==================== uart_rx_deframer
## config.mk

```make
export PLATFORM = sky130hd
export DESIGN_NAME = uart_rx_deframer
export DESIGN_NICKNAME = d
export VERILOG_FILES = /design/src/rtl/uart_rx_deframer.sv
export SDC_FILE = /design/constraint.sdc
export NUM_CORES = 1
export LEC_CHECK = 0
export ABC_AREA = 1
export CAP_MARGIN = 0
export CORE_MARGIN = 3
export CORE_UTILIZATION = 45
export CTS_BUF_LIST = sky130_fd_sc_hd__clkbuf_8 sky130_fd_sc_hd__clkbuf_16
export DETAILED_ROUTE_END_ITERATION = 10
export PLACE_DENSITY_LB_ADDON = 0.12
export SYNTH_ARGS = -nofsm -noshare
export SYNTH_HDL_FRONTEND = slang
export SYNTH_SLANG_ARGS = --single-unit
```

## constraint.sdc

```tcl
create_clock -name clk_main -period 3.9 [get_ports clk_main]
set_input_delay 0.975 -clock clk_main [delete_from_list [all_inputs] [get_ports clk_main]]
set_output_delay 0.975 -clock clk_main [all_outputs]
set_load 0.01 [all_outputs]
```

## src/rtl/uart_rx_deframer.sv

```systemverilog
// UART 8-N-1 receive deframer with 16x oversampling; optional even parity via UART_RX_PARITY_EN.
// Latency: result pulse 152*BAUD_DIV+1 cycles after synced start edge (168*BAUD_DIV+1 with parity).
// Backpressure: none on the line; a good byte arriving while rx_fifo_full is dropped with an overrun pulse.
module uart_rx_deframer #(
    parameter int BAUD_DIV = 27
) (
    input  logic        clk_main,
    input  logic        reset,
    input  logic        rx_line,
    input  logic        rx_fifo_full,
    output logic [7:0]  rx_data,
    output logic        rx_valid,
    output logic        frame_err,
    output logic        overrun,
    output logic        rx_busy,
`ifdef UART_RX_PARITY_EN
    output logic [10:0] rx_frame_mon,
    output logic        parity_err
`else
    output logic [9:0]  rx_frame_mon
`endif
);

    localparam logic [2:0] ST_IDLE   = 3'd0;
    localparam logic [2:0] ST_START  = 3'd1;
    localparam logic [2:0] ST_DATA   = 3'd2;
    localparam logic [2:0] ST_STOP   = 3'd4;
`ifdef UART_RX_PARITY_EN
    localparam logic [2:0] ST_PARITY = 3'd3;
`endif

    localparam logic [11:0] BAUD_LAST = 12'(BAUD_DIV - 1);

    logic [2:0]  state;
    logic        rx_meta;
    logic        rx_s;
    logic        rx_s_prev;
    logic [11:0] baud_cnt;
    logic        tick;
    logic [3:0]  tick_cnt;
    logic [3:0]  tick_last;
    logic        mid_bit;
    logic [2:0]  bit_idx;
    logic [7:0]  shift;
    logic        start_bit;
`ifdef UART_RX_PARITY_EN
    logic        parity_bit;
    logic        par_bad;

    assign par_bad = parity_bit ^ (^shift);
`endif

    // Synchronizer resets to idle-high so releasing reset never fakes a start edge.
    always_ff @(posedge clk_main or negedge reset) begin
        if (!reset) begin
            rx_meta   <= 1'b1;
            rx_s      <= 1'b1;
            rx_s_prev <= 1'b1;
        end else begin
            rx_meta   <= rx_line;
            rx_s      <= rx_meta;
            rx_s_prev <= rx_s;
        end
    end

    assign tick = (state != ST_IDLE) && (baud_cnt == BAUD_LAST);

    always_ff @(posedge clk_main or negedge reset) begin
        if (!reset) begin
            baud_cnt <= 12'd0;
        end else if (state == ST_IDLE || tick) begin
            baud_cnt <= 12'd0;
        end else begin
            baud_cnt <= baud_cnt + 12'd1;
        end
    end

    // Start bit is checked half a bit in; every later sample is a full bit after the previous one.
    assign tick_last = (state == ST_START) ? 4'd7 : 4'd15;
    assign mid_bit   = tick && (tick_cnt == tick_last);
    assign rx_busy   = (state != ST_IDLE);

    always_ff @(posedge clk_main or negedge reset) begin
        if (!reset) begin
            state        <= ST_IDLE;
            tick_cnt     <= 4'd0;
            bit_idx      <= 3'd0;
            shift        <= 8'h00;
            start_bit    <= 1'b0;
            rx_data      <= 8'h00;
            rx_valid     <= 1'b0;
            frame_err    <= 1'b0;
            overrun      <= 1'b0;
`ifdef UART_RX_PARITY_EN
            parity_bit   <= 1'b0;
            parity_err   <= 1'b0;
            rx_frame_mon <= 11'h000;
`else
            rx_frame_mon <= 10'h000;
`endif
        end else begin
            rx_valid  <= 1'b0;
            frame_err <= 1'b0;
            overrun   <= 1'b0;
`ifdef UART_RX_PARITY_EN
            parity_err <= 1'b0;
`endif
            if (state == ST_IDLE) begin
                tick_cnt <= 4'd0;
            end else if (tick) begin
                tick_cnt <= mid_bit ? 4'd0 : tick_cnt + 4'd1;
            end

            case (state)
                ST_IDLE: begin
                    if (!rx_s && rx_s_prev) begin
                        state <= ST_START;
                    end
                end
                ST_START: begin
                    if (mid_bit) begin
                        if (rx_s) begin
                            state <= ST_IDLE;
                        end else begin
                            start_bit <= rx_s;
                            bit_idx   <= 3'd0;
                            state     <= ST_DATA;
                        end
                    end
                end
                ST_DATA: begin
                    if (mid_bit) begin
                        shift[bit_idx] <= rx_s;
                        if (bit_idx == 3'd7) begin
`ifdef UART_RX_PARITY_EN
                            state <= ST_PARITY;
`else
                            state <= ST_STOP;
`endif
                        end else begin
                            bit_idx <= bit_idx + 3'd1;
                        end
                    end
                end
`ifdef UART_RX_PARITY_EN
                ST_PARITY: begin
                    if (mid_bit) begin
                        parity_bit <= rx_s;
                        state      <= ST_STOP;
                    end
                end
`endif
                ST_STOP: begin
                    // Leave at stop mid-bit so a back-to-back start edge is not missed.
                    if (mid_bit) begin
                        state <= ST_IDLE;
`ifdef UART_RX_PARITY_EN
                        rx_frame_mon <= {rx_s, parity_bit, shift, start_bit};
                        parity_err   <= par_bad;
                        if (!rx_s) begin
                            frame_err <= 1'b1;
                        end else if (!par_bad) begin
                            if (rx_fifo_full) begin
                                overrun <= 1'b1;
                            end else begin
                                rx_data  <= shift;
                                rx_valid <= 1'b1;
                            end
                        end
`else
                        rx_frame_mon <= {rx_s, shift, start_bit};
                        if (!rx_s) begin
                            frame_err <= 1'b1;
                        end else if (rx_fifo_full) begin
                            overrun <= 1'b1;
                        end else begin
                            rx_data  <= shift;
                            rx_valid <= 1'b1;
                        end
`endif
                    end
                end
                default: begin
                    state <= ST_IDLE;
                end
            endcase
        end
    end

endmodule

```

==================== seg_scan_mux
### src/rtl/seg_scan_mux.sv
// Multiplexed scanner for a common-anode 7-segment display. Latches a packed
// hex value, lights one digit per slot with an all-off guard gap between
// digits, and feeds a 5-bit code to the downstream hex-to-segment decoder.
module seg_scan_mux #(
  parameter int DIGITS = 4,
  parameter int DIV    = 50000,
  parameter int GUARD  = 2
) (
  input  logic                  clk,
  input  logic                  reset_n,
  input  logic [4*DIGITS-1:0]   value,
  input  logic [DIGITS-1:0]     dp_in,
  input  logic                  load,
  input  logic                  blank_lz,
  output logic [4:0]            digit_code,
  output logic [DIGITS-1:0]     an_n,
  output logic                  dp_n,
  output logic                  frame_tick
);

  localparam int CMAX = (DIV > GUARD) ? DIV : GUARD;
  localparam int CW   = (CMAX > 1) ? $clog2(CMAX) : 1;
  localparam int IW   = $clog2(DIGITS);
  localparam logic [CW-1:0] DIV_LAST   = CW'(DIV - 1);
  localparam logic [CW-1:0] GUARD_LAST = CW'((GUARD > 0) ? GUARD - 1 : 0);
  localparam logic [IW-1:0] IDX_LAST   = IW'(DIGITS - 1);

  typedef enum logic {S_SHOW, S_GUARD} state_t;

  logic [DIGITS-1:0][3:0] value_q;
  logic [DIGITS-1:0]      dp_q;
  state_t                 state;
  logic [IW-1:0]          idx;
  logic [CW-1:0]          cnt;

  logic [IW-1:0]          idx_nxt;
  logic                   wrap;
  logic [DIGITS-1:0]      nib_zero;
  logic [DIGITS-1:0]      zsuf;      // zsuf[i]: nibbles i..DIGITS-1 all zero
  logic                   acc;

  assign wrap    = (idx == IDX_LAST);
  assign idx_nxt = wrap ? '0 : idx + 1'b1;

  // Per-digit zero detect on the latched value.
  for (genvar i = 0; i < DIGITS; i++) begin : g_nz
    assign nib_zero[i] = (value_q[i] == 4'h0);
  end

  // Suffix-AND from the most significant digit down, used for leading-zero blanking.
  always_comb begin
    zsuf = '0;
    acc  = 1'b1;
    for (int i = DIGITS - 1; i >= 0; i--) begin
      acc     = acc & nib_zero[i];
      zsuf[i] = acc;
    end
  end

  // Value/decimal-point latch; load never disturbs the scan timing.
  always_ff @(posedge clk) begin
    if (!reset_n) begin
      value_q <= '0;
      dp_q    <= '0;
    end else if (load) begin
      value_q <= value;
      dp_q    <= dp_in;
    end
  end

  // Scan FSM: SHOW for DIV clocks, then GUARD for GUARD clocks, then next digit.
  always_ff @(posedge clk) begin
    if (!reset_n) begin
      state      <= S_SHOW;
      idx        <= '0;
      cnt        <= '0;
      frame_tick <= 1'b0;
    end else begin
      frame_tick <= 1'b0;
      case (state)
        S_SHOW: begin
          if (cnt == DIV_LAST) begin
            cnt <= '0;
            if (GUARD > 0) begin
              state <= S_GUARD;
            end else begin
              idx        <= idx_nxt;
              frame_tick <= wrap;
            end
          end else begin
            cnt <= cnt + 1'b1;
          end
        end
        S_GUARD: begin
          if (cnt == GUARD_LAST) begin
            cnt        <= '0;
            state      <= S_SHOW;
            idx        <= idx_nxt;
            frame_tick <= wrap;
          end else begin
            cnt <= cnt + 1'b1;
          end
        end
        default: state <= S_SHOW;
      endcase
    end
  end

  // Output decode from registers only; blank_lz is the sole live input.
  always_comb begin
    digit_code = 5'h10;
    an_n       = '1;
    dp_n       = 1'b1;
    if (state == S_SHOW) begin
      for (int i = 0; i < DIGITS; i++)
        if (idx == IW'(i)) an_n[i] = 1'b0;
      dp_n = ~dp_q[idx];
      if (!(blank_lz && (idx != '0) && zsuf[idx]))
        digit_code = {1'b0, value_q[idx]};
    end
  end

endmodule

### config.mk
export PLATFORM = sky130hd
export DESIGN_NAME = seg_scan_mux
export DESIGN_NICKNAME = d
export VERILOG_FILES = /design/src/rtl/seg_scan_mux.sv
export SDC_FILE = /design/constraint.sdc
export NUM_CORES = 1
export LEC_CHECK = 0
export CAP_MARGIN = 40
export CORE_ASPECT_RATIO = 1.4
export CORE_MARGIN = 4
export CORE_UTILIZATION = 50
export CTS_CLUSTER_DIAMETER = 30
export DETAILED_ROUTE_END_ITERATION = 12
export DONT_BUFFER_PORTS = 1
export HOLD_SLACK_MARGIN = 0.06
export PLACE_DENSITY = 0.76
export SLEW_MARGIN = 20
export SYNTH_ARGS = -nofsm -noshare
export SYNTH_HDL_FRONTEND = slang
export SYNTH_SLANG_ARGS = --single-unit
### constraint.sdc
create_clock -name clk -period 2.4 [get_ports clk]
set_input_delay 0.24 -clock clk [delete_from_list [all_inputs] [get_ports clk]]
set_output_delay 0.24 -clock clk [all_outputs]
set_load 0.01 [all_outputs]
==================== stack_controller_flat
## config.mk

```make
export PLATFORM = sky130hd
export DESIGN_NAME = stack_controller_flat
export DESIGN_NICKNAME = d
export VERILOG_FILES = /design/src/rtl/stack_controller_if.sv /design/src/rtl/stack_controller.sv /design/src/flat_wrapper.sv
export SDC_FILE = /design/constraint.sdc
export NUM_CORES = 1
export LEC_CHECK = 0
export ABC_AREA = 1
export CAP_MARGIN = 20
export CORE_MARGIN = 10
export CORE_UTILIZATION = 45
export CTS_CLUSTER_SIZE = 25
export DETAILED_ROUTE_END_ITERATION = 8
export DONT_BUFFER_PORTS = 1
export HOLD_SLACK_MARGIN = 0.05
export MAX_ROUTING_LAYER = met4
export SLEW_MARGIN = 20
export SYNTH_ARGS = -nofsm -noshare
export SYNTH_HDL_FRONTEND = slang
export SYNTH_SLANG_ARGS = --single-unit
```

## constraint.sdc

```tcl
create_clock -name clock -period 1.6 [get_ports clock]
set_input_delay 0.24 -clock clock [delete_from_list [all_inputs] [get_ports clock]]
set_output_delay 0.24 -clock clock [all_outputs]
set_load 0.05 [all_outputs]
```

## src/rtl/stack_controller_if.sv

```systemverilog
// Bus bundle between core decode, the stack sequencer and its stack RAM.
// Handshake: there is no valid/ready pair. op is a per-cycle command that
// is always accepted on the next rising clock edge; NOP (00) means idle.
// RAM read is asynchronous (ram_read_data follows ram_read_address in the
// same cycle). A RAM write takes effect on the rising edge when
// ram_write_enable is high.
// Modports: master = core side (drives op/din/clear_errors) and the RAM
// model (drives ram_read_data); slave = the stack_controller.
`ifndef WIDTH
`define WIDTH 16
`endif

interface stack_controller_if #(parameter int DEPTH = 4);
  logic [1:0]        op;
  logic [`WIDTH-1:0] din;
  logic              clear_errors;
  logic [`WIDTH-1:0] top;
  logic [`WIDTH-1:0] next;
  logic [DEPTH:0]    depth;
  logic              empty;
  logic              full;
  logic              overflow;
  logic              underflow;
  logic [DEPTH-1:0]  ram_read_address;
  logic [`WIDTH-1:0] ram_read_data;
  logic              ram_write_enable;
  logic [DEPTH-1:0]  ram_write_address;
  logic [`WIDTH-1:0] ram_write_data;

  modport master (
    output op, din, clear_errors, ram_read_data,
    input  top, next, depth, empty, full, overflow, underflow,
    input  ram_read_address, ram_write_enable, ram_write_address, ram_write_data
  );

  modport slave (
    input  op, din, clear_errors, ram_read_data,
    output top, next, depth, empty, full, overflow, underflow,
    output ram_read_address, ram_write_enable, ram_write_address, ram_write_data
  );
endinterface

```

## src/rtl/stack_controller.sv

```systemverilog
// stack_controller: sequencer for one stack RAM. Holds the stack pointer,
// the cached top-of-stack register T and the occupancy count, and turns
// PUSH / POP / REPL2 ops into RAM port activity. N comes straight from the
// asynchronous RAM read at sp.
// Optional feature macro: STACK_GUARD_EN. When defined, illegal ops are
// suppressed and flagged in sticky overflow/underflow flags. When not
// defined, every op executes, sp wraps, count saturates and the flags
// read as 0.
`ifndef WIDTH
`define WIDTH 16
`endif

module stack_controller #(
  parameter int DEPTH = 4
) (
  input logic           clock,
  input logic           reset,
  stack_controller_if.slave bus
);

  localparam logic [1:0] OP_NOP   = 2'b00;
  localparam logic [1:0] OP_PUSH  = 2'b01;
  localparam logic [1:0] OP_POP   = 2'b10;
  localparam logic [1:0] OP_REPL2 = 2'b11;

  // Capacity counts the top register on top of the 2**DEPTH RAM slots.
  localparam logic [DEPTH:0]   CAP_CNT = (DEPTH+1)'((2 ** DEPTH) + 1);
  localparam logic [DEPTH:0]   CNT_ONE = (DEPTH+1)'(1);
  localparam logic [DEPTH:0]   CNT_TWO = (DEPTH+1)'(2);
  localparam logic [DEPTH-1:0] SP_ONE  = DEPTH'(1);

  logic [DEPTH-1:0]  sp;
  logic [`WIDTH-1:0] top_q;
  logic [DEPTH:0]    count;

  logic is_push, is_pop, is_repl;
  logic cnt_full, cnt_zero;
  logic push_go, pop_go, repl_go;

  // Decode the per-cycle op.
  always_comb begin
    is_push = 1'b0;
    is_pop  = 1'b0;
    is_repl = 1'b0;
    case (bus.op)
      OP_NOP:   ;
      OP_PUSH:  is_push = 1'b1;
      OP_POP:   is_pop  = 1'b1;
      OP_REPL2: is_repl = 1'b1;
      default:  ;
    endcase
  end

  assign cnt_full = (count == CAP_CNT);
  assign cnt_zero = (count == '0);

`ifdef STACK_GUARD_EN
  logic ovf_q, unf_q;
  logic push_bad, pop_bad, repl_bad;

  assign push_bad = is_push & cnt_full;
  assign pop_bad  = is_pop  & cnt_zero;
  assign repl_bad = is_repl & (count < CNT_TWO);

  assign push_go  = is_push & ~push_bad;
  assign pop_go   = is_pop  & ~pop_bad;
  assign repl_go  = is_repl & ~repl_bad;

  // Sticky error flags; an error in the same cycle beats clear_errors.
  always_ff @(posedge clock) begin
    if (reset) begin
      ovf_q <= 1'b0;
      unf_q <= 1'b0;
    end else begin
      if (push_bad)
        ovf_q <= 1'b1;
      else if (bus.clear_errors)
        ovf_q <= 1'b0;
      if (pop_bad | repl_bad)
        unf_q <= 1'b1;
      else if (bus.clear_errors)
        unf_q <= 1'b0;
    end
  end

  assign bus.overflow  = ovf_q;
  assign bus.underflow = unf_q;
`else
  // Without guarding every op runs; clear_errors has nothing to clear.
  logic unused_clear;
  assign unused_clear  = bus.clear_errors;

  assign push_go       = is_push;
  assign pop_go        = is_pop;
  assign repl_go       = is_repl;
  assign bus.overflow  = 1'b0;
  assign bus.underflow = 1'b0;
`endif

  // Stack pointer, top register and occupancy count.
  always_ff @(posedge clock) begin
    if (reset) begin
      sp    <= '0;
      top_q <= '0;
      count <= '0;
    end else if (push_go) begin
      sp    <= sp + SP_ONE;
      top_q <= bus.din;
      if (!cnt_full)
        count <= count + CNT_ONE;
    end else if (pop_go) begin
      sp    <= sp - SP_ONE;
      top_q <= bus.ram_read_data;
      if (!cnt_zero)
        count <= count - CNT_ONE;
    end else if (repl_go) begin
      sp    <= sp - SP_ONE;
      top_q <= bus.din;
      if (!cnt_zero)
        count <= count - CNT_ONE;
    end
  end

  // A push spills the old T into the slot above sp. From empty this
  // writes a stale T, which is harmless since count marks it invalid.
  assign bus.ram_write_enable  = push_go & ~reset;
  assign bus.ram_write_address = sp + SP_ONE;
  assign bus.ram_write_data    = top_q;
  assign bus.ram_read_address  = sp;

  assign bus.top   = top_q;
  assign bus.next  = bus.ram_read_data;
  assign bus.depth = count;
  assign bus.empty = cnt_zero;
  assign bus.full  = cnt_full;

endmodule

```

## src/flat_wrapper.sv

```systemverilog
// flat-port wrapper written by rule: the top's interface ports become plain ports
module stack_controller_flat 
#(
  parameter int DEPTH = 4
)
  (clock, reset, bus_op, bus_din, bus_clear_errors, bus_ram_read_data, bus_top, bus_next, bus_depth, bus_empty, bus_full, bus_overflow, bus_underflow, bus_ram_read_address, bus_ram_write_enable, bus_ram_write_address, bus_ram_write_data);
  stack_controller_if #(.DEPTH(DEPTH)) bus_i ();
  input logic clock;
  input logic reset;
  input wire logic [$bits(bus_i.op)-1:0] bus_op;
  input wire logic [$bits(bus_i.din)-1:0] bus_din;
  input wire logic [$bits(bus_i.clear_errors)-1:0] bus_clear_errors;
  input wire logic [$bits(bus_i.ram_read_data)-1:0] bus_ram_read_data;
  output wire logic [$bits(bus_i.top)-1:0] bus_top;
  output wire logic [$bits(bus_i.next)-1:0] bus_next;
  output wire logic [$bits(bus_i.depth)-1:0] bus_depth;
  output wire logic [$bits(bus_i.empty)-1:0] bus_empty;
  output wire logic [$bits(bus_i.full)-1:0] bus_full;
  output wire logic [$bits(bus_i.overflow)-1:0] bus_overflow;
  output wire logic [$bits(bus_i.underflow)-1:0] bus_underflow;
  output wire logic [$bits(bus_i.ram_read_address)-1:0] bus_ram_read_address;
  output wire logic [$bits(bus_i.ram_write_enable)-1:0] bus_ram_write_enable;
  output wire logic [$bits(bus_i.ram_write_address)-1:0] bus_ram_write_address;
  output wire logic [$bits(bus_i.ram_write_data)-1:0] bus_ram_write_data;
  assign bus_i.op = bus_op;
  assign bus_i.din = bus_din;
  assign bus_i.clear_errors = bus_clear_errors;
  assign bus_i.ram_read_data = bus_ram_read_data;
  assign bus_top = bus_i.top;
  assign bus_next = bus_i.next;
  assign bus_depth = bus_i.depth;
  assign bus_empty = bus_i.empty;
  assign bus_full = bus_i.full;
  assign bus_overflow = bus_i.overflow;
  assign bus_underflow = bus_i.underflow;
  assign bus_ram_read_address = bus_i.ram_read_address;
  assign bus_ram_write_enable = bus_i.ram_write_enable;
  assign bus_ram_write_address = bus_i.ram_write_address;
  assign bus_ram_write_data = bus_i.ram_write_data;
  stack_controller #(.DEPTH(DEPTH)) u_core (.clock(clock), .reset(reset), .bus(bus_i));
endmodule
```

==================== shift_add_mult_flat
### config.mk
export PLATFORM = sky130hd
export DESIGN_NAME = shift_add_mult_flat
export DESIGN_NICKNAME = d
export VERILOG_FILES = /design/src/rtl/shift_add_mult_if.sv /design/src/rtl/shift_add_mult.sv /design/src/flat_wrapper.sv
export SDC_FILE = /design/constraint.sdc
export NUM_CORES = 1
export LEC_CHECK = 0
export ABC_AREA = 0
export CAP_MARGIN = 20
export CORE_MARGIN = 8
export CORE_UTILIZATION = 25
export CTS_CLUSTER_DIAMETER = 40
export DETAILED_ROUTE_END_ITERATION = 8
export GPL_TIMING_DRIVEN = 0
export PLACE_DENSITY_LB_ADDON = 0.15
export REMOVE_ABC_BUFFERS = 1
export SLEW_MARGIN = 5
export SYNTH_ARGS = -nofsm -noshare
export SYNTH_HDL_FRONTEND = slang
export SYNTH_SLANG_ARGS = --single-unit
### constraint.sdc
create_clock -name clk -period 4.86 [get_ports clk]
set_input_delay 0.486 -clock clk [delete_from_list [all_inputs] [get_ports clk]]
set_output_delay 0.486 -clock clk [all_outputs]
set_load 0.02 [all_outputs]
### src/rtl/shift_add_mult_if.sv
// Operand/product handshake bundle for shift_add_mult.
//   master: drives in_valid, a, b, sgn, out_ready; observes in_ready, out_valid, p
//   slave : the multiplier side of the same signals
interface shift_add_mult_if #(
    parameter int unsigned W = 8
);
    logic             in_valid;
    logic             in_ready;
    logic [W-1:0]     a;
    logic [W-1:0]     b;
    logic             sgn;
    logic             out_valid;
    logic             out_ready;
    logic [2*W-1:0]   p;

    modport master (
        output in_valid, a, b, sgn, out_ready,
        input  in_ready, out_valid, p
    );

    modport slave (
        input  in_valid, a, b, sgn, out_ready,
        output in_ready, out_valid, p
    );
endinterface

### src/rtl/shift_add_mult.sv
// Iterative radix-2 shift-and-add multiplier, signed or unsigned operands.
// One conditional add and one 1-bit multiplier shift per clock; product
// appears W edges after accept and is held until the consumer takes it.
//   clk  : rising-edge clock
//   nrst : asynchronous active-low reset
//   bus  : slave side of shift_add_mult_if (in_valid/in_ready/a/b/sgn,
//          out_valid/out_ready/p)
module shift_add_mult #(
    parameter int unsigned W = 8
) (
    input logic              clk,
    input logic              nrst,
    shift_add_mult_if.slave  bus
);

    localparam int unsigned PW = 2 * W;
    localparam int unsigned CW = $clog2(W);

    typedef enum logic [1:0] {
        S_IDLE = 2'd0,
        S_RUN  = 2'd1,
        S_DONE = 2'd2
    } state_e;

    state_e          state_q, state_d;
    logic [W-1:0]    ma_q, ma_d;
    logic [W-1:0]    mb_q, mb_d;
    logic            neg_q, neg_d;
    logic [PW-1:0]   acc_q, acc_d;
    logic [CW-1:0]   cnt_q, cnt_d;
    logic [PW-1:0]   p_q, p_d;

    logic [PW-1:0]   addend_c;
    logic [PW-1:0]   acc_nx_c;

    // State and datapath registers
    always_ff @(posedge clk or negedge nrst) begin
        if (!nrst) begin
            state_q <= S_IDLE;
            ma_q    <= '0;
            mb_q    <= '0;
            neg_q   <= 1'b0;
            acc_q   <= '0;
            cnt_q   <= '0;
            p_q     <= '0;
        end else begin
            state_q <= state_d;
            ma_q    <= ma_d;
            mb_q    <= mb_d;
            neg_q   <= neg_d;
            acc_q   <= acc_d;
            cnt_q   <= cnt_d;
            p_q     <= p_d;
        end
    end

    // Partial product for this step: ma placed at bit position cnt
    always_comb begin
        addend_c = mb_q[0] ? (PW'(ma_q) << cnt_q) : '0;
        acc_nx_c = acc_q + addend_c;
    end

    // Next-state and datapath update
    always_comb begin
        state_d = state_q;
        ma_d    = ma_q;
        mb_d    = mb_q;
        neg_d   = neg_q;
        acc_d   = acc_q;
        cnt_d   = cnt_q;
        p_d     = p_q;

        unique case (state_q)
            S_IDLE: begin
                if (bus.in_valid) begin
                    // Magnitudes fit W unsigned bits, including |-2^(W-1)|
                    ma_d    = (bus.sgn && bus.a[W-1]) ? W'(-bus.a) : bus.a;
                    mb_d    = (bus.sgn && bus.b[W-1]) ? W'(-bus.b) : bus.b;
                    neg_d   = bus.sgn & (bus.a[W-1] ^ bus.b[W-1]);
                    acc_d   = '0;
                    cnt_d   = '0;
                    state_d = S_RUN;
                end
            end
            S_RUN: begin
                acc_d = acc_nx_c;
                mb_d  = mb_q >> 1;
                cnt_d = cnt_q + CW'(1);
                if (cnt_q == CW'(W - 1)) begin
                    // Negating a zero accumulator yields zero, never -0
                    p_d     = neg_q ? PW'(-acc_nx_c) : acc_nx_c;
                    state_d = S_DONE;
                end
            end
            S_DONE: begin
                if (bus.out_ready) begin
                    state_d = S_IDLE;
                end
            end
            default: begin
                state_d = S_IDLE;
            end
        endcase
    end

    // Handshake flags decode straight from the state register
    assign bus.in_ready  = (state_q == S_IDLE);
    assign bus.out_valid = (state_q == S_DONE);
    assign bus.p         = p_q;

endmodule

### src/flat_wrapper.sv
// flat-port wrapper written by rule: the top's interface ports become plain ports
module shift_add_mult_flat 
#(
    parameter int unsigned W = 8
)
  (clk, nrst, bus_in_valid, bus_a, bus_b, bus_sgn, bus_out_ready, bus_in_ready, bus_out_valid, bus_p);
  shift_add_mult_if #(.W(W)) bus_i ();
  input logic clk;
  input logic nrst;
  input wire logic [$bits(bus_i.in_valid)-1:0] bus_in_valid;
  input wire logic [$bits(bus_i.a)-1:0] bus_a;
  input wire logic [$bits(bus_i.b)-1:0] bus_b;
  input wire logic [$bits(bus_i.sgn)-1:0] bus_sgn;
  input wire logic [$bits(bus_i.out_ready)-1:0] bus_out_ready;
  output wire logic [$bits(bus_i.in_ready)-1:0] bus_in_ready;
  output wire logic [$bits(bus_i.out_valid)-1:0] bus_out_valid;
  output wire logic [$bits(bus_i.p)-1:0] bus_p;
  assign bus_i.in_valid = bus_in_valid;
  assign bus_i.a = bus_a;
  assign bus_i.b = bus_b;
  assign bus_i.sgn = bus_sgn;
  assign bus_i.out_ready = bus_out_ready;
  assign bus_in_ready = bus_i.in_ready;
  assign bus_out_valid = bus_i.out_valid;
  assign bus_p = bus_i.p;
  shift_add_mult #(.W(W)) u_core (.clk(clk), .nrst(nrst), .bus(bus_i));
endmodule
Fig. 1: seg_scan_mux, cell classes on the final placement
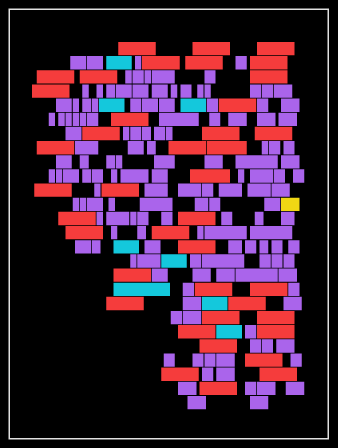
| class | color | cells | share of their area |
|---|---|---|---|
| remaining buffers and delay cells | yellow | 1 | 0.48% |
| combinational and other logic | purple | 146 | 55% |
| clock drivers and dummy loads | cyan | 8 | 6.1% |
| sequential cells | red | 40 | 39% |

==> flow_metrics.py, seg_scan_mux <==
# Flow results
metrics = {
    "cts": {
        "cts_tree": "done",
        "numCtsBuffers": 5,
    },
    "yosys": {
        "yosysMostFrequentCell": "dfxtp_1",
        "yosysTopAreaCell": "dfxtp_1",
        "async_reset_ff_share_pct": 0,
        "netlist_instances": 194,
    },
    "worst_hold_path": {
        "hold_start": "reset_n",
    },
    "finish": {
        "antenna_cells": 0,
    },
    "sta": {
        "slew_violations": 0,
    },
    "critical_path": {
        "crit_chain": "nor4_1 -> a21oi_1 -> or4b_1 -> o21bai_1",
        "path_buffers": 0,
    },
    "outcome": {
        "status": "complete, no violations",
    },
    "detailed_routing": {
        "wl_um": 4010,
        "vias": 1382,
    },
    "job": {
        "warning_count": 30,
    },
    "power_and_ir_drop": {
        "power_density_mw_per_mm2": 650,
    },
}
==> seg_scan_mux: metrics by stage <==
stage	cells	worst slack (ns)	area [µm²]	utilization [%]
3_3_place_gp	228	0.507	1980	53.4
2_1_floorplan	194	0.454	1970	-
6_report	237	0.287	2120	57.2
3_5_place_dp	228	0.454	1980	53.4
5_1_grt	237	0.105	2120	57.2
4_1_cts	236	0.139	2110	56.8
==> seg_scan_mux: sequential cells by signal, summed over array words and instances, names as in the netlist <==
register	count
idx	2
state	1
dp_q	4
value_q	16
cnt	16
frame_tick	1
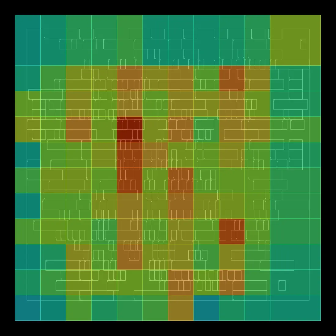
Fig. 2. Track usage over the die (uart_rx_deframer).
met1 layer usage reported by global route: 24.9%
WL/cell: 12.5 µm

Fig. 3: uart_rx_deframer, cell classes on the final placement
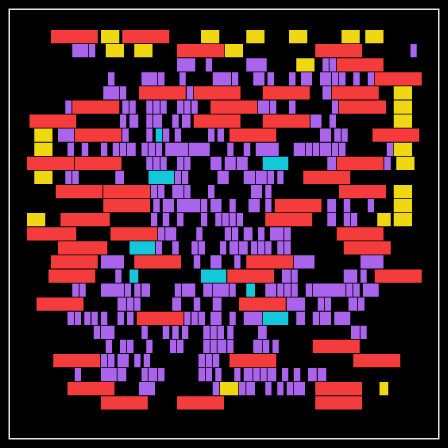
| class | color | cells | share of their area |
|---|---|---|---|
| clock drivers and dummy loads | cyan | 8 | 2.8% |
| combinational and other logic | purple | 268 | 44% |
| sequential cells | red | 53 | 45% |
| remaining buffers and delay cells | yellow | 25 | 8.3% |

==> flow_metrics.py, uart_rx_deframer <==
# Flow results
metrics = {
    "critical_path": {
        "reg2reg_to": "shift[2]$_DFFE_PN0P_",
        "critPathMaxStageDelay_ns": 0.52,
        "endpoint_kind": "output pin",
        "path_depth": 3,
    },
    "yosys": {
        "mux_area_share_pct": 0,
        "async_reset_ff_share_pct": 100,
        "yosysMostFrequentCell": "nand2_1",
        "yosysWarnings": 0,
        "postSynthSeqShare_pct": 50.3,
        "netlist_instances": 326,
        "ff_type": "dfrtp_1",
        "syn_area_mm2": 0.00265,
    },
    "global_route": {
        "top_usage_layer": "met2",
    },
    "detailed_routing": {
        "vias_per_cell": 4.96,
    },
    "floorplanning": {
        "rows": 27,
    },
    "sta": {
        "finalHoldViolCount": 0,
        "worst_slew_pin_slew_ns": 0.864,
    },
    "power_and_ir_drop": {
        "power_leakage_uw": 0.00157,
    },
    "finish": {
        "nets": 362,
    },
    "outcome": {
        "status": "complete, no violations",
    },
}
## uart_rx_deframer: area by class of cell
class                   instances  area (µm²)  area share (%)
inverters                      45         169            5.58
multi-input cells             223        1110            36.8
clock buffers                   5        68.8            2.27
clock inverters                 3        13.8           0.454
flip-flops and latches         53        1330            43.9
well taps                      72        90.1            2.97
repair buffers                 25         243            8.01
## uart_rx_deframer: worst register-to-register path, stage by stage, from the launching register on
cell,delay (ns)
dfrtp_1,0.42
nor3_2,0.73
nand2_1,0.23
nor2_1,0.19
nand3_1,0.09
nand2_1,0.09
inv_1,0.04
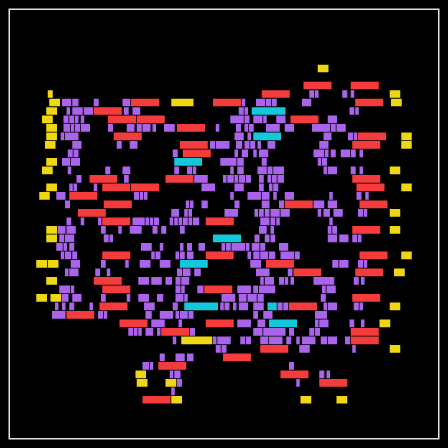
Fig. 4. Cell classes on the final placement (shift_add_mult_flat).
| class | color | cells | share of their area |
|---|---|---|---|
| clock drivers and dummy loads | cyan | 8 | 4.6% |
| remaining buffers and delay cells | yellow | 40 | 10% |
| combinational and other logic | purple | 360 | 53% |
| sequential cells | red | 54 | 32% |
Seq/total area: 30.4%
post-layout util: 30.8%
Rows: 44
final instance area: 0.00444 mm²

==> flow_metrics.py, shift_add_mult_flat <==
# Flow results
metrics = {
    "outcome": {
        "status": "complete, no violations",
    },
    "finish": {
        "most-common-layout-cells": "68 x nand2_1, 54 x dfrtp_1, 50 x o21ai_0",
        "buffer_area_share_pct": 9.52,
        "comb_area_mm2": 0.00220,
        "logic_gate_count": 348,
        "non_clock_buffer_count": 40,
        "antenna_cells": 0,
    },
    "cts": {
        "cts_tree": "done",
        "cts_max_level": 2,
    },
    "yosys": {
        "postSynthSeqShare_pct": 36.9,
        "ys_chip_area_mm2": 0.00366,
        "top_cells_by_count": "68 x nand2_1, 54 x dfrtp_1, 50 x o21ai_0",
        "yosysTopAreaCell": "dfrtp_1",
        "ff_type": "dfrtp_1",
        "top_area_share_pct": 36.9,
    },
    "placed_design": {
        "place_area_mm2": 0.00425,
        "placedCellCount": 638,
    },
    "power_and_ir_drop": {
        "comb_power_share_pct": 57.1,
        "clkPwrFrac_pct": 15.5,
        "maxPowerGroup": "combinational cells",
        "p_int_uw": 1670,
        "peakVddDrop_v": 0.000155,
        "power.share.switching_pct": 44.6,
    },
    "critical_path": {
        "r2r-start": "u_core.cnt_q[0]$_DFFE_PN0P_",
        "critPathArrivalTime_ns": 4.14,
        "path_depth": 14,
        "endpoint_kind": "flop",
    },
    "floorplanning": {
        "fp.coreArea_mm2": 0.0144,
        "tapCellCount": 184,
    },
    "global_route": {
        "grt.total_usage_pct": 9.85,
    },
    "sta": {
        "setup_viol": 0,
        "setup_slack_ns": 0.877,
        "fin_crit_sh_pct": 81.9,
    },
    "detailed_routing": {
        "drtAntennaViolNets": 0,
    },
    "job": {
        "maxCapViolations": 0,
    },
}
## shift_add_mult_flat: state kept, by name, indices dropped and copies added, names as in the netlist
name / count
u_core.state_q: 2
u_core.mb_q: 8
u_core.neg_q: 1
u_core.cnt_q: 3
u_core.bus.p: 16
u_core.ma_q: 8
u_core.acc_q: 16
## shift_add_mult_flat: cells by family (layout without fill, tap and decap cells)
family	Yosys count	in the layout	share of synthesized area [%]
AOI/OAI and AO/OA	106	106	17.6
xor gates and xnor gates	37	37	8.85
adders and majority gates	21	21	7.38
buffers and inverters	31	60	3.21
DFF	54	54	36.9
muxes	12	12	3.35
and+or+nand+nor	172	172	22.8
Fig. 5: stack_controller_flat, cell area per tile
Bar = 20 µm. 8 x 8 tiles, from black (low) to pale yellow (high), 0 to 100% covered.
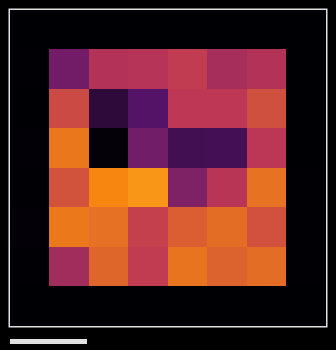
nearly empty tiles: 45%
densest ninth of the die: center
emptiest ninth of the die: upper left
tiles over 75% full: 1.6%

==> flow_metrics.py, stack_controller_flat <==
# Flow results
metrics = {
    "critical_path": {
        "critPathMaxStageDelay_ns": 0.50,
        "crit_start": "u_core.bus.ram_read_address[0]$_SDFFE_PP0P_",
        "critPathArrivalTime_ns": 1.35,
        "required_ns": 1.36,
        "r2r-start": "u_core.bus.ram_read_address[0]$_SDFFE_PP0P_",
        "crit_family": "flip-flops",
        "endpoint_kind": "output pin",
        "crit_chain": "clkinvlp_4 -> ha_4 -> buf_12",
    },
    "finish": {
        "fin_util_pct": 52.7,
        "clkbuf_count": 3,
        "comb_area_um2": 845,
        "logic_gate_count": 158,
        "largest_cell_class": "multi-input combinational cells",
        "non_clock_buffer_count": 36,
    },
    "power_and_ir_drop": {
        "sequentialPowerShare_pct": 28.7,
        "p_sw_uw": 1470,
        "power_density_mw_per_mm2": 1520,
        "powerSeq_uw": 849,
        "maxPowerGroup": "combinational cells",
    },
    "yosys": {
        "yosysTopAreaCell": "dfxtp_1",
        "edf_count": 0,
        "ff_type": "dfxtp_1",
    },
    "job": {
        "warning_count": 32,
    },
    "placed_design": {
        "dp_hpwl_um": 3200,
        "routabilityCongestion": 0.834,
    },
    "worst_hold_path": {
        "hold_start": "bus_op[0]",
        "hold_class": "primary input to flop",
        "hold-path-cell-count": 2,
    },
    "cts": {
        "cts.sinks": 25,
        "cts.clk_slew.worst_paths_ns": 0.09,
    },
    "detailed_routing": {
        "wire_per_inst_um": 13.6,
        "drc": 0,
        "wl_met3_um": 392,
    },
    "sta": {
        "slew_violations": 0,
        "fin_skew_ns": 0.00111,
        "fin_setup_tns_ns": 0,
    },
    "outcome": {
        "status": "complete, no violations",
    },
    "global_route": {
        "grt_util_met3_pct": 3.38,
    },
    "floorplanning": {
        "rows": 22,
    },
}
-- stack_controller_flat: what timing repair did --
action	4_1_cts	5_1_grt
pin swaps	1	1
hold buffers	1	0
hold endpoints to repair	3	0
resized	1	4
buffers inserted	2	0
endpoints found under the setup margin	2	4
-- stack_controller_flat: logic make-up (layout without fill, tap and decap cells) --
group	Yosys count	in the layout	synth area share, %
AND-OR/OR-AND	10	10	3.26
other	1	2	0.217
adder cells (fa/ha/maj)	6	6	4.35
buffers and inverters	79	79	25.7
XOR/XNOR	5	5	3.62
flip-flops	25	25	29.0
AND/OR/NAND/NOR	135	135	33.8

==================== timer_controller
Fig. 6: timer_controller, floorplan with the power grid
Bar = 20 µm. Pins as bars on the die edge.
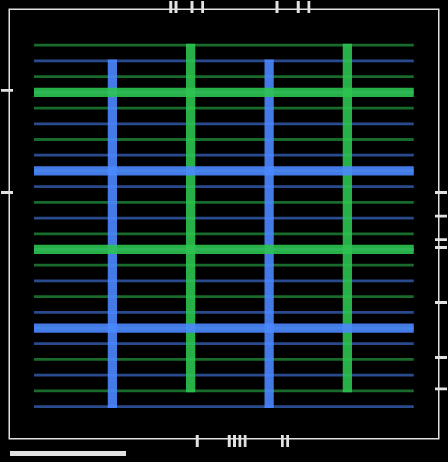

===== src/rtl/timer_pkg.sv =====
// Shared constants for the timer block: register map, controller states and
// the TAC clock-select tap table.
package timer_pkg;

   localparam logic [1:0] ADDR_DIV  = 2'd0;
   localparam logic [1:0] ADDR_TIMA = 2'd1;
   localparam logic [1:0] ADDR_TMA  = 2'd2;
   localparam logic [1:0] ADDR_TAC  = 2'd3;

   typedef enum logic {
      ST_RUN = 1'b0,
      ST_OVF = 1'b1
   } state_t;

   // Prescaler bit watched for each TAC[1:0] setting
   localparam int TAP_SEL_00 = 9;
   localparam int TAP_SEL_01 = 3;
   localparam int TAP_SEL_10 = 5;
   localparam int TAP_SEL_11 = 7;

endpackage


===== src/rtl/timer_prescaler.sv =====
// Free-running prescale counter with DIV clear, TAC tap select and a falling
// edge detector that turns the gated tap bit into single-cycle increment events.
module timer_prescaler
   import timer_pkg::*;
#(
   parameter int CNT_W = 16
) (
   input  logic       clock,
   input  logic       reset_n,
   input  logic       tick,
   input  logic       div_clr,
   input  logic [2:0] tac,
   output logic [7:0] div,
   output logic       inc_evt
);

   logic [CNT_W-1:0] sys_cnt;
   logic             tap_bit;
   logic             timer_in;
   logic             timer_prev;

   always_ff @(posedge clock or negedge reset_n) begin
      if (!reset_n) begin
         sys_cnt    <= '0;
         timer_prev <= 1'b0;
      end else begin
         if (div_clr) begin
            sys_cnt <= '0;
         end else if (tick) begin
            sys_cnt <= sys_cnt + 1'b1;
         end
         timer_prev <= timer_in;
      end
   end

   always_comb begin
      tap_bit = sys_cnt[TAP_SEL_00];
      case (tac[1:0])
         2'b00:   tap_bit = sys_cnt[TAP_SEL_00];
         2'b01:   tap_bit = sys_cnt[TAP_SEL_01];
         2'b10:   tap_bit = sys_cnt[TAP_SEL_10];
         default: tap_bit = sys_cnt[TAP_SEL_11];
      endcase
   end

   // Gating before the edge detector makes DIV clears, tap changes and
   // enable clears all count as real falling edges.
   assign timer_in = tac[2] & tap_bit;
   assign inc_evt  = timer_prev & ~timer_in;
   assign div      = sys_cnt[CNT_W-1 -: 8];

endmodule


===== src/rtl/timer_controller.sv =====
// Timer register file (DIV/TIMA/TMA/TAC), overflow/reload sequencer and irq.
//   state | meaning
//   RUN   | TIMA counts on prescaler falling edges
//   OVF   | TIMA wrapped to 00, waiting for next tick to reload from TMA
module timer_controller
   import timer_pkg::*;
#(
   parameter int CNT_W = 16
) (
   input  logic       clock,
   input  logic       reset_n,
   input  logic       tick,
   input  logic [1:0] addr,
   input  logic       wr_en,
   input  logic [7:0] wr_data,
   output logic [7:0] rd_data,
   output logic       irq
);

   state_t      state, state_nxt;
   logic [7:0]  tima, tima_nxt;
   logic [7:0]  tma;
   logic [2:0]  tac;
   logic [7:0]  div;
   logic        inc_evt;
   logic        reload;
   logic        irq_pend;
   logic        wr_div, wr_tima, wr_tma, wr_tac;

   assign wr_div  = wr_en && (addr == ADDR_DIV);
   assign wr_tima = wr_en && (addr == ADDR_TIMA);
   assign wr_tma  = wr_en && (addr == ADDR_TMA);
   assign wr_tac  = wr_en && (addr == ADDR_TAC);

   timer_prescaler #(
      .CNT_W (CNT_W)
   ) u_prescaler (
      .clock   (clock),
      .reset_n (reset_n),
      .tick    (tick),
      .div_clr (wr_div),
      .tac     (tac),
      .div     (div),
      .inc_evt (inc_evt)
   );

   always_ff @(posedge clock or negedge reset_n) begin
      if (!reset_n) begin
         state    <= ST_RUN;
         tima     <= 8'h00;
         tma      <= 8'h00;
         tac      <= 3'b000;
         irq_pend <= 1'b0;
         irq      <= 1'b0;
      end else begin
         state    <= state_nxt;
         tima     <= tima_nxt;
         irq_pend <= reload;
         irq      <= irq_pend;
         if (wr_tma) begin
            tma <= wr_data;
         end
         if (wr_tac) begin
            tac <= wr_data[2:0];
         end
      end
   end

   // A CPU write to TIMA always wins; in OVF it also cancels the reload/irq.
   always_comb begin
      state_nxt = state;
      tima_nxt  = tima;
      reload    = 1'b0;
      case (state)
         ST_RUN: begin
            if (wr_tima) begin
               tima_nxt = wr_data;
            end else if (inc_evt) begin
               if (tima == 8'hFF) begin
                  tima_nxt  = 8'h00;
                  state_nxt = ST_OVF;
               end else begin
                  tima_nxt = tima + 8'd1;
               end
            end
         end
         ST_OVF: begin
            if (wr_tima) begin
               tima_nxt  = wr_data;
               state_nxt = ST_RUN;
            end else if (tick) begin
               tima_nxt  = wr_tma ? wr_data : tma;
               reload    = 1'b1;
               state_nxt = ST_RUN;
            end
         end
         default: state_nxt = ST_RUN;
      endcase
   end

   always_comb begin
      rd_data = 8'h00;
      case (addr)
         ADDR_DIV:  rd_data = div;
         ADDR_TIMA: rd_data = tima;
         ADDR_TMA:  rd_data = tma;
         default:   rd_data = {5'b11111, tac};
      endcase
   end

endmodule

===== config.mk =====
export PLATFORM = sky130hd
export DESIGN_NAME = timer_controller
export DESIGN_NICKNAME = d
export VERILOG_FILES = /design/src/rtl/timer_pkg.sv /design/src/rtl/timer_prescaler.sv /design/src/rtl/timer_controller.sv
export SDC_FILE = /design/constraint.sdc
export NUM_CORES = 1
export LEC_CHECK = 0
export CORE_MARGIN = 4
export CORE_UTILIZATION = 51
export CTS_CLUSTER_DIAMETER = 120
export DETAILED_ROUTE_END_ITERATION = 8
export GPL_TIMING_DRIVEN = 0
export PLACE_DENSITY = 0.76
export SYNTH_ARGS = -nofsm -noshare
export SYNTH_HDL_FRONTEND = slang
export SYNTH_SLANG_ARGS = --single-unit

===== constraint.sdc =====
create_clock -name clock -period 1.69 [get_ports clock]
set_input_delay 0.2535 -clock clock [delete_from_list [all_inputs] [get_ports clock]]
set_output_delay 0.2535 -clock clock [all_outputs]
set_load 0.05 [all_outputs]

==================== serial_adder
==> src/rtl/serial_adder_pkg.sv <==
// Shared types and sizing helpers for the bit-serial adder.
package serial_adder_pkg;

  // Controller states: waiting, shifting bits, result presented.
  typedef enum logic [1:0] {
    IDLE = 2'd0,
    RUN  = 2'd1,
    DONE = 2'd2
  } state_t;

  // Default operand width.
  localparam int W_DEFAULT = 8;

  // The bit counter has to reach W-1 and still fit the value W.
  function automatic int cnt_width(input int w);
    return $clog2(w + 1);
  endfunction

  // Counter width for the default operand width.
  localparam int CNT_W = cnt_width(W_DEFAULT);

endpackage

==> src/rtl/serial_adder_ha.sv <==
// Half-adder bit slice: sum and carry of two single bits, purely combinational.
module ha_cell (
  input  logic a_i,
  input  logic b_i,
  output logic s_o,
  output logic c_o
);

  assign s_o = a_i ^ b_i;
  assign c_o = a_i & b_i;

endmodule

==> src/rtl/serial_adder.sv <==
// Bit-serial W-bit unsigned adder. Operands are captured on an accepted start,
// summed LSB-first one bit per clock through two half-adder cells and a carry
// flip-flop, and the W+1 bit result is presented with a one-cycle done pulse.
//
// Handshake: start is a request sampled only in IDLE or DONE; the edge that
// samples it high is the accept edge. While busy is high any start is ignored
// and not remembered. done pulses for exactly one cycle and sum is valid in
// that cycle; sum then holds until the next accept edge.
module serial_adder
  import serial_adder_pkg::*;
#(
  parameter int W = 8
) (
  input  logic         clk,
  input  logic         rst,
  input  logic         start,
  input  logic [W-1:0] a,
  input  logic [W-1:0] b,
  output logic         busy,
  output logic         done,
  output logic [W:0]   sum,
  output logic         bit_out,
  output logic         bit_vld,
  output logic [1:0]   state_dbg
);

  localparam int CNT_BITS = cnt_width(W);
  localparam logic [CNT_BITS-1:0] LAST_BIT = CNT_BITS'(W - 1);

  state_t              state_q;
  logic [W-1:0]        a_sh_q;
  logic [W-1:0]        b_sh_q;
  logic                carry_q;
  logic [CNT_BITS-1:0] count_q;
  logic [W:0]          sum_q;
  logic                busy_q;
  logic                done_q;
  logic                bit_out_q;
  logic                bit_vld_q;

  logic                ha0_s;
  logic                ha0_c;
  logic                bit_s;
  logic                ha1_c;
  logic                carry_d;
  logic [W-1:0]        sum_bits_d;

  // First slice adds the two operand bits, second folds in the stored carry.
  ha_cell u_ha0 (
    .a_i (a_sh_q[0]),
    .b_i (b_sh_q[0]),
    .s_o (ha0_s),
    .c_o (ha0_c)
  );

  ha_cell u_ha1 (
    .a_i (ha0_s),
    .b_i (carry_q),
    .s_o (bit_s),
    .c_o (ha1_c)
  );

  // At most one of the two half-adder carries can be set, so OR is the full-adder carry.
  assign carry_d = ha0_c | ha1_c;

  // New sum bit enters from the MSB side so bit 0 ends up at the LSB after W steps.
  assign sum_bits_d = W'({bit_s, sum_q[W-1:0]} >> 1);

  // Controller and datapath registers; every output comes straight from a flop.
  always_ff @(posedge clk or posedge rst) begin
    if (rst) begin
      state_q   <= IDLE;
      a_sh_q    <= '0;
      b_sh_q    <= '0;
      carry_q   <= 1'b0;
      count_q   <= '0;
      sum_q     <= '0;
      busy_q    <= 1'b0;
      done_q    <= 1'b0;
      bit_out_q <= 1'b0;
      bit_vld_q <= 1'b0;
    end else begin
      done_q    <= 1'b0;
      bit_vld_q <= 1'b0;
      case (state_q)
        IDLE, DONE: begin
          if (start) begin
            a_sh_q  <= a;
            b_sh_q  <= b;
            carry_q <= 1'b0;
            count_q <= '0;
            sum_q   <= '0;
            busy_q  <= 1'b1;
            state_q <= RUN;
          end else begin
            state_q <= IDLE;
          end
        end
        RUN: begin
          a_sh_q          <= a_sh_q >> 1;
          b_sh_q          <= b_sh_q >> 1;
          carry_q         <= carry_d;
          sum_q[W-1:0]    <= sum_bits_d;
          bit_out_q       <= bit_s;
          bit_vld_q       <= 1'b1;
          count_q         <= count_q + CNT_BITS'(1);
          if (count_q == LAST_BIT) begin
            sum_q[W] <= carry_d;
            busy_q   <= 1'b0;
            done_q   <= 1'b1;
            state_q  <= DONE;
          end
        end
        default: begin
          busy_q  <= 1'b0;
          state_q <= IDLE;
        end
      endcase
    end
  end

  assign busy      = busy_q;
  assign done      = done_q;
  assign sum       = sum_q;
  assign bit_out   = bit_out_q;
  assign bit_vld   = bit_vld_q;
  assign state_dbg = state_q;

endmodule

==> config.mk <==
export PLATFORM = sky130hd
export DESIGN_NAME = serial_adder
export DESIGN_NICKNAME = d
export VERILOG_FILES = /design/src/rtl/serial_adder_pkg.sv /design/src/rtl/serial_adder_ha.sv /design/src/rtl/serial_adder.sv
export SDC_FILE = /design/constraint.sdc
export NUM_CORES = 1
export LEC_CHECK = 0
export CAP_MARGIN = 20
export CORE_MARGIN = 2
export CORE_UTILIZATION = 28
export DETAILED_ROUTE_END_ITERATION = 16
export PLACE_DENSITY_LB_ADDON = 0.05
export RECOVER_POWER = 100
export SYNTH_ARGS = -nofsm -noshare
export SYNTH_HDL_FRONTEND = slang
export SYNTH_SLANG_ARGS = --single-unit
==> constraint.sdc <==
create_clock -name clk -period 1.5 [get_ports clk]
set_input_delay 0.45 -clock clk [delete_from_list [all_inputs] [get_ports clk]]
set_output_delay 0.45 -clock clk [all_outputs]
set_load 0.02 [all_outputs]
Fig. 7: timer_controller, cell area per tile
Bar = 20 µm. 7 x 7 tiles, from black (low) to pale yellow (high), 0 to 100% covered.
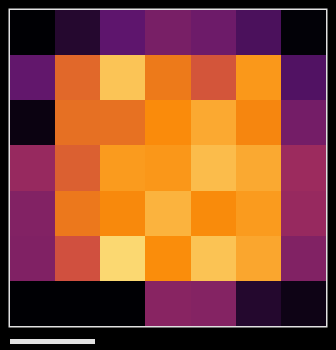
nearly empty tiles: 10%
tiles over 75% full: 27%
mean over tiles: 49%
densest ninth of the die: center
fullest tile: 92%
Initial Util: 54.2%
core area: 0.00412 mm²
post-layout util: 66.7%

## Picture notes: Fig. 6
| net | color |
|---|---|
| VDD | green |
| VSS | blue |
signal pins: 23
met4 straps: 4

==> flow_metrics.py, timer_controller <==
# Flow results
metrics = {
    "yosys": {
        "yosysWarnings": 0,
        "top_area_share_pct": 43.8,
        "netlist_instances": 233,
    },
    "sta": {
        "min_period_ns": 1.69,
        "whs_ns": 0.0527,
        "slew_headroom_pct": 42.9,
        "setup_slack_ns": -0.0000733,
        "setup_viol": 1,
    },
    "finish": {
        "seq_area_share_pct": 35.7,
        "final_area_mm2": 0.00274,
    },
    "cts": {
        "cts_max_level": 2,
    },
    "outcome": {
        "status": "finished, violations left",
        "violations": "negative setup slack",
    },
    "detailed_routing": {
        "vias": 2023,
        "wl_um": 5860,
    },
    "placed_design": {
        "port_buffers": 22,
        "routabilityCongestion": 0.890,
    },
    "global_route": {
        "top_usage_layer": "met2",
        "grt_util_met3_pct": 5.27,
        "gr-total-overflow": 0,
    },
    "critical_path": {
        "crit_type": "flop to output pin",
    },
    "power_and_ir_drop": {
        "power_leakage_uw": 0.00128,
    },
}
## timer_controller: flip-flops by register name (all words and copies together), names as in the netlist
name,flops
u_prescaler.sys_cnt,16
u_prescaler.timer_prev,1
tma,8
tac,3
state,1
irq,1
irq_pend,1
tima,8
## timer_controller: report_power, final
part,leakage [µW],internal [µW],switching (µW)
combinational,0.000737,395,414
sequential,0.000503,1100,220
clock,0.0000371,275,322
total,0.00128,1770,956
## timer_controller: per-layer routing
layer | part of all wire, % | vias up
met3 | 8.2 | 13
met2 | 49 | 110
met4 | 1.6 | 0
li1 | - | 919
met5 | 0 | -
met1 | 41 | 981
Fig. 8: serial_adder, cell classes on the final placement
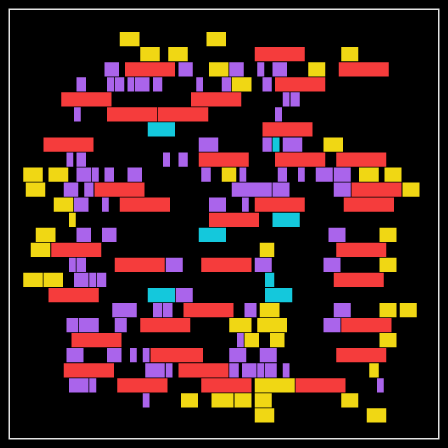
| class | color | cells | share of their area |
|---|---|---|---|
| clock drivers and dummy loads | cyan | 7 | 4.1% |
| combinational and other logic | purple | 83 | 28% |
| sequential cells | red | 36 | 47% |
| remaining buffers and delay cells | yellow | 42 | 21% |

Fig. 9: serial_adder, I/O nets highlighted
Bar = 20 µm.
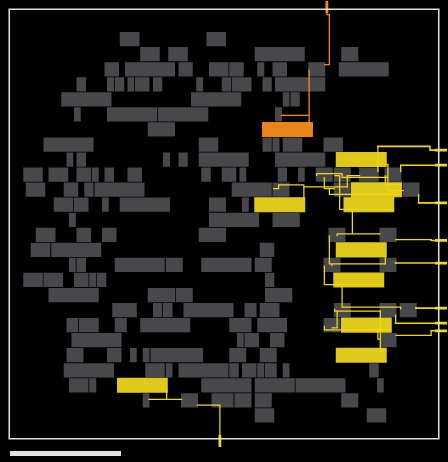
| port | color | bits | direction | edge | end cells | buffers | wire |
|---|---|---|---|---|---|---|---|
| bit_out | orange | 1 | output | top | 1 | 1 | 26.5 µm |
| sum | yellow | 9 | output | 8 right, 1 bottom | 9 | 9 | 256 µm |

==> flow_metrics.py, serial_adder <==
# Flow results
metrics = {
    "global_route": {
        "use_met2_pct": 17.3,
        "grt_util_met1_pct": 17.6,
        "grt_pass1_wl_um": 5620,
    },
    "worst_hold_path": {
        "min_to": "count_q[3]$_DFFE_PP0P_",
        "hold-path-cell-count": 1,
    },
    "floorplanning": {
        "tapCellCount": 70,
        "dieArea_mm2": 0.00598,
    },
    "cts": {
        "cts_tree": "done",
        "cts.sinks": 36,
        "cts.clk_slew.worst_paths_ns": 0.07,
        "cts-root-buf": "clkbuf_8",
        "numCtsBuffers": 5,
    },
    "finish": {
        "seq_cell_count": 36,
        "most-common-layout-cells": "35 x dfrtp_1, 18 x clkdlybuf4s50_1, 17 x nand2_1",
        "nets": 189,
        "clock_cell_area_share_pct": 3.89,
        "final_area_mm2": 0.00200,
        "inv_count": 5,
    },
    "outcome": {
        "status": "complete, no violations",
    },
    "sta": {
        "fin_skew_ns": 0.00636,
        "finalHoldViolCount": 0,
        "whs_ns": 0.471,
    },
    "placed_design": {
        "placedCellCount": 228,
    },
    "yosys": {
        "top_cells_by_count": "36 x dfrtp_1, 17 x nand2_1, 13 x nand3_1",
        "ys_ff": 36,
        "ys_top_logic_family": "AND-OR/OR-AND gates",
        "area_leaders": "dfrtp_1 60%, a22o_1 6.4%, a22oi_1 6.0%",
        "postSynthSeqShare_pct": 59.8,
        "netlist_instances": 129,
    },
    "detailed_routing": {
        "wl_met1_um": 1620,
    },
    "critical_path": {
        "r2r_cells": 5,
    },
    "job": {
        "warning_count": 26,
    },
}
serial_adder: registers in the layout, summed over array words and instances (netlist names):
register	cells
count_q	4
sum	9
state_dbg	2
b_sh_q	8
a_sh_q	8
busy	1
carry_q	1
done	1
bit_out	1
bit_vld	1
serial_adder: cells by family after synthesis:
| kind of cell | Yosys count |
|---|---|
| compound gates | 30 |
| fa+ha+maj | 2 |
| buf+inv | 15 |
| flops | 36 |
| mux | 3 |
| simple gates | 43 |
serial_adder: critical path: stages:
cell and delay, ns:
clkdlybuf4s50_1 0.41, nor2b_2 0.18, buf_8 0.14, buf_4 0.16, a221o_1 0.28


## Gallery

Cell area per tile.
Plate I
Bar = 50 µm. 14 x 14 tiles, from black (low) to pale yellow (high), 0 to 100% covered.
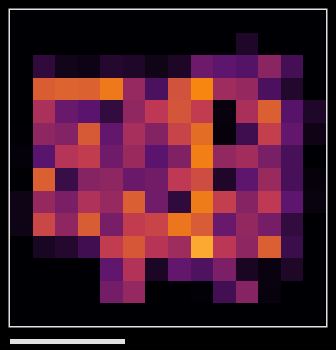
Plate II
Bar = 20 µm. 8 x 8 tiles, from black (low) to pale yellow (high), 0 to 100% covered.
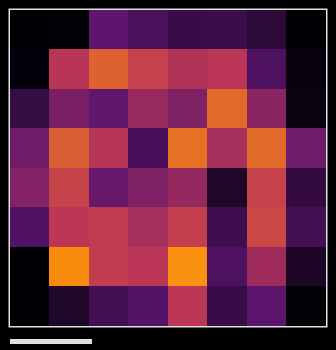
Plate III
Bar = 20 µm. 6 x 8 tiles, from black (low) to pale yellow (high), 0 to 100% covered.
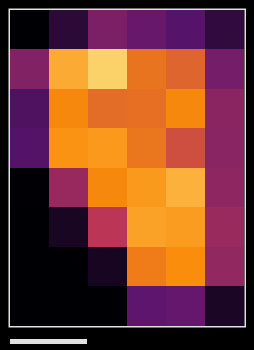
Plate IV
Bar = 20 µm. 8 x 8 tiles, from black (low) to pale yellow (high), 0 to 100% covered.
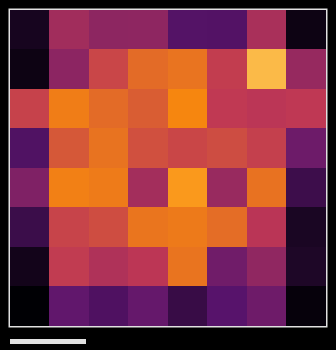
For seg_scan_mux, see Plate III.
For serial_adder, see Plate II.
For uart_rx_deframer, see Plate IV.
For shift_add_mult_flat, see Plate I.
The one with the smallest die is Plate III.

Power figures rest on the tool's default switching activity, not on a simulated workload.
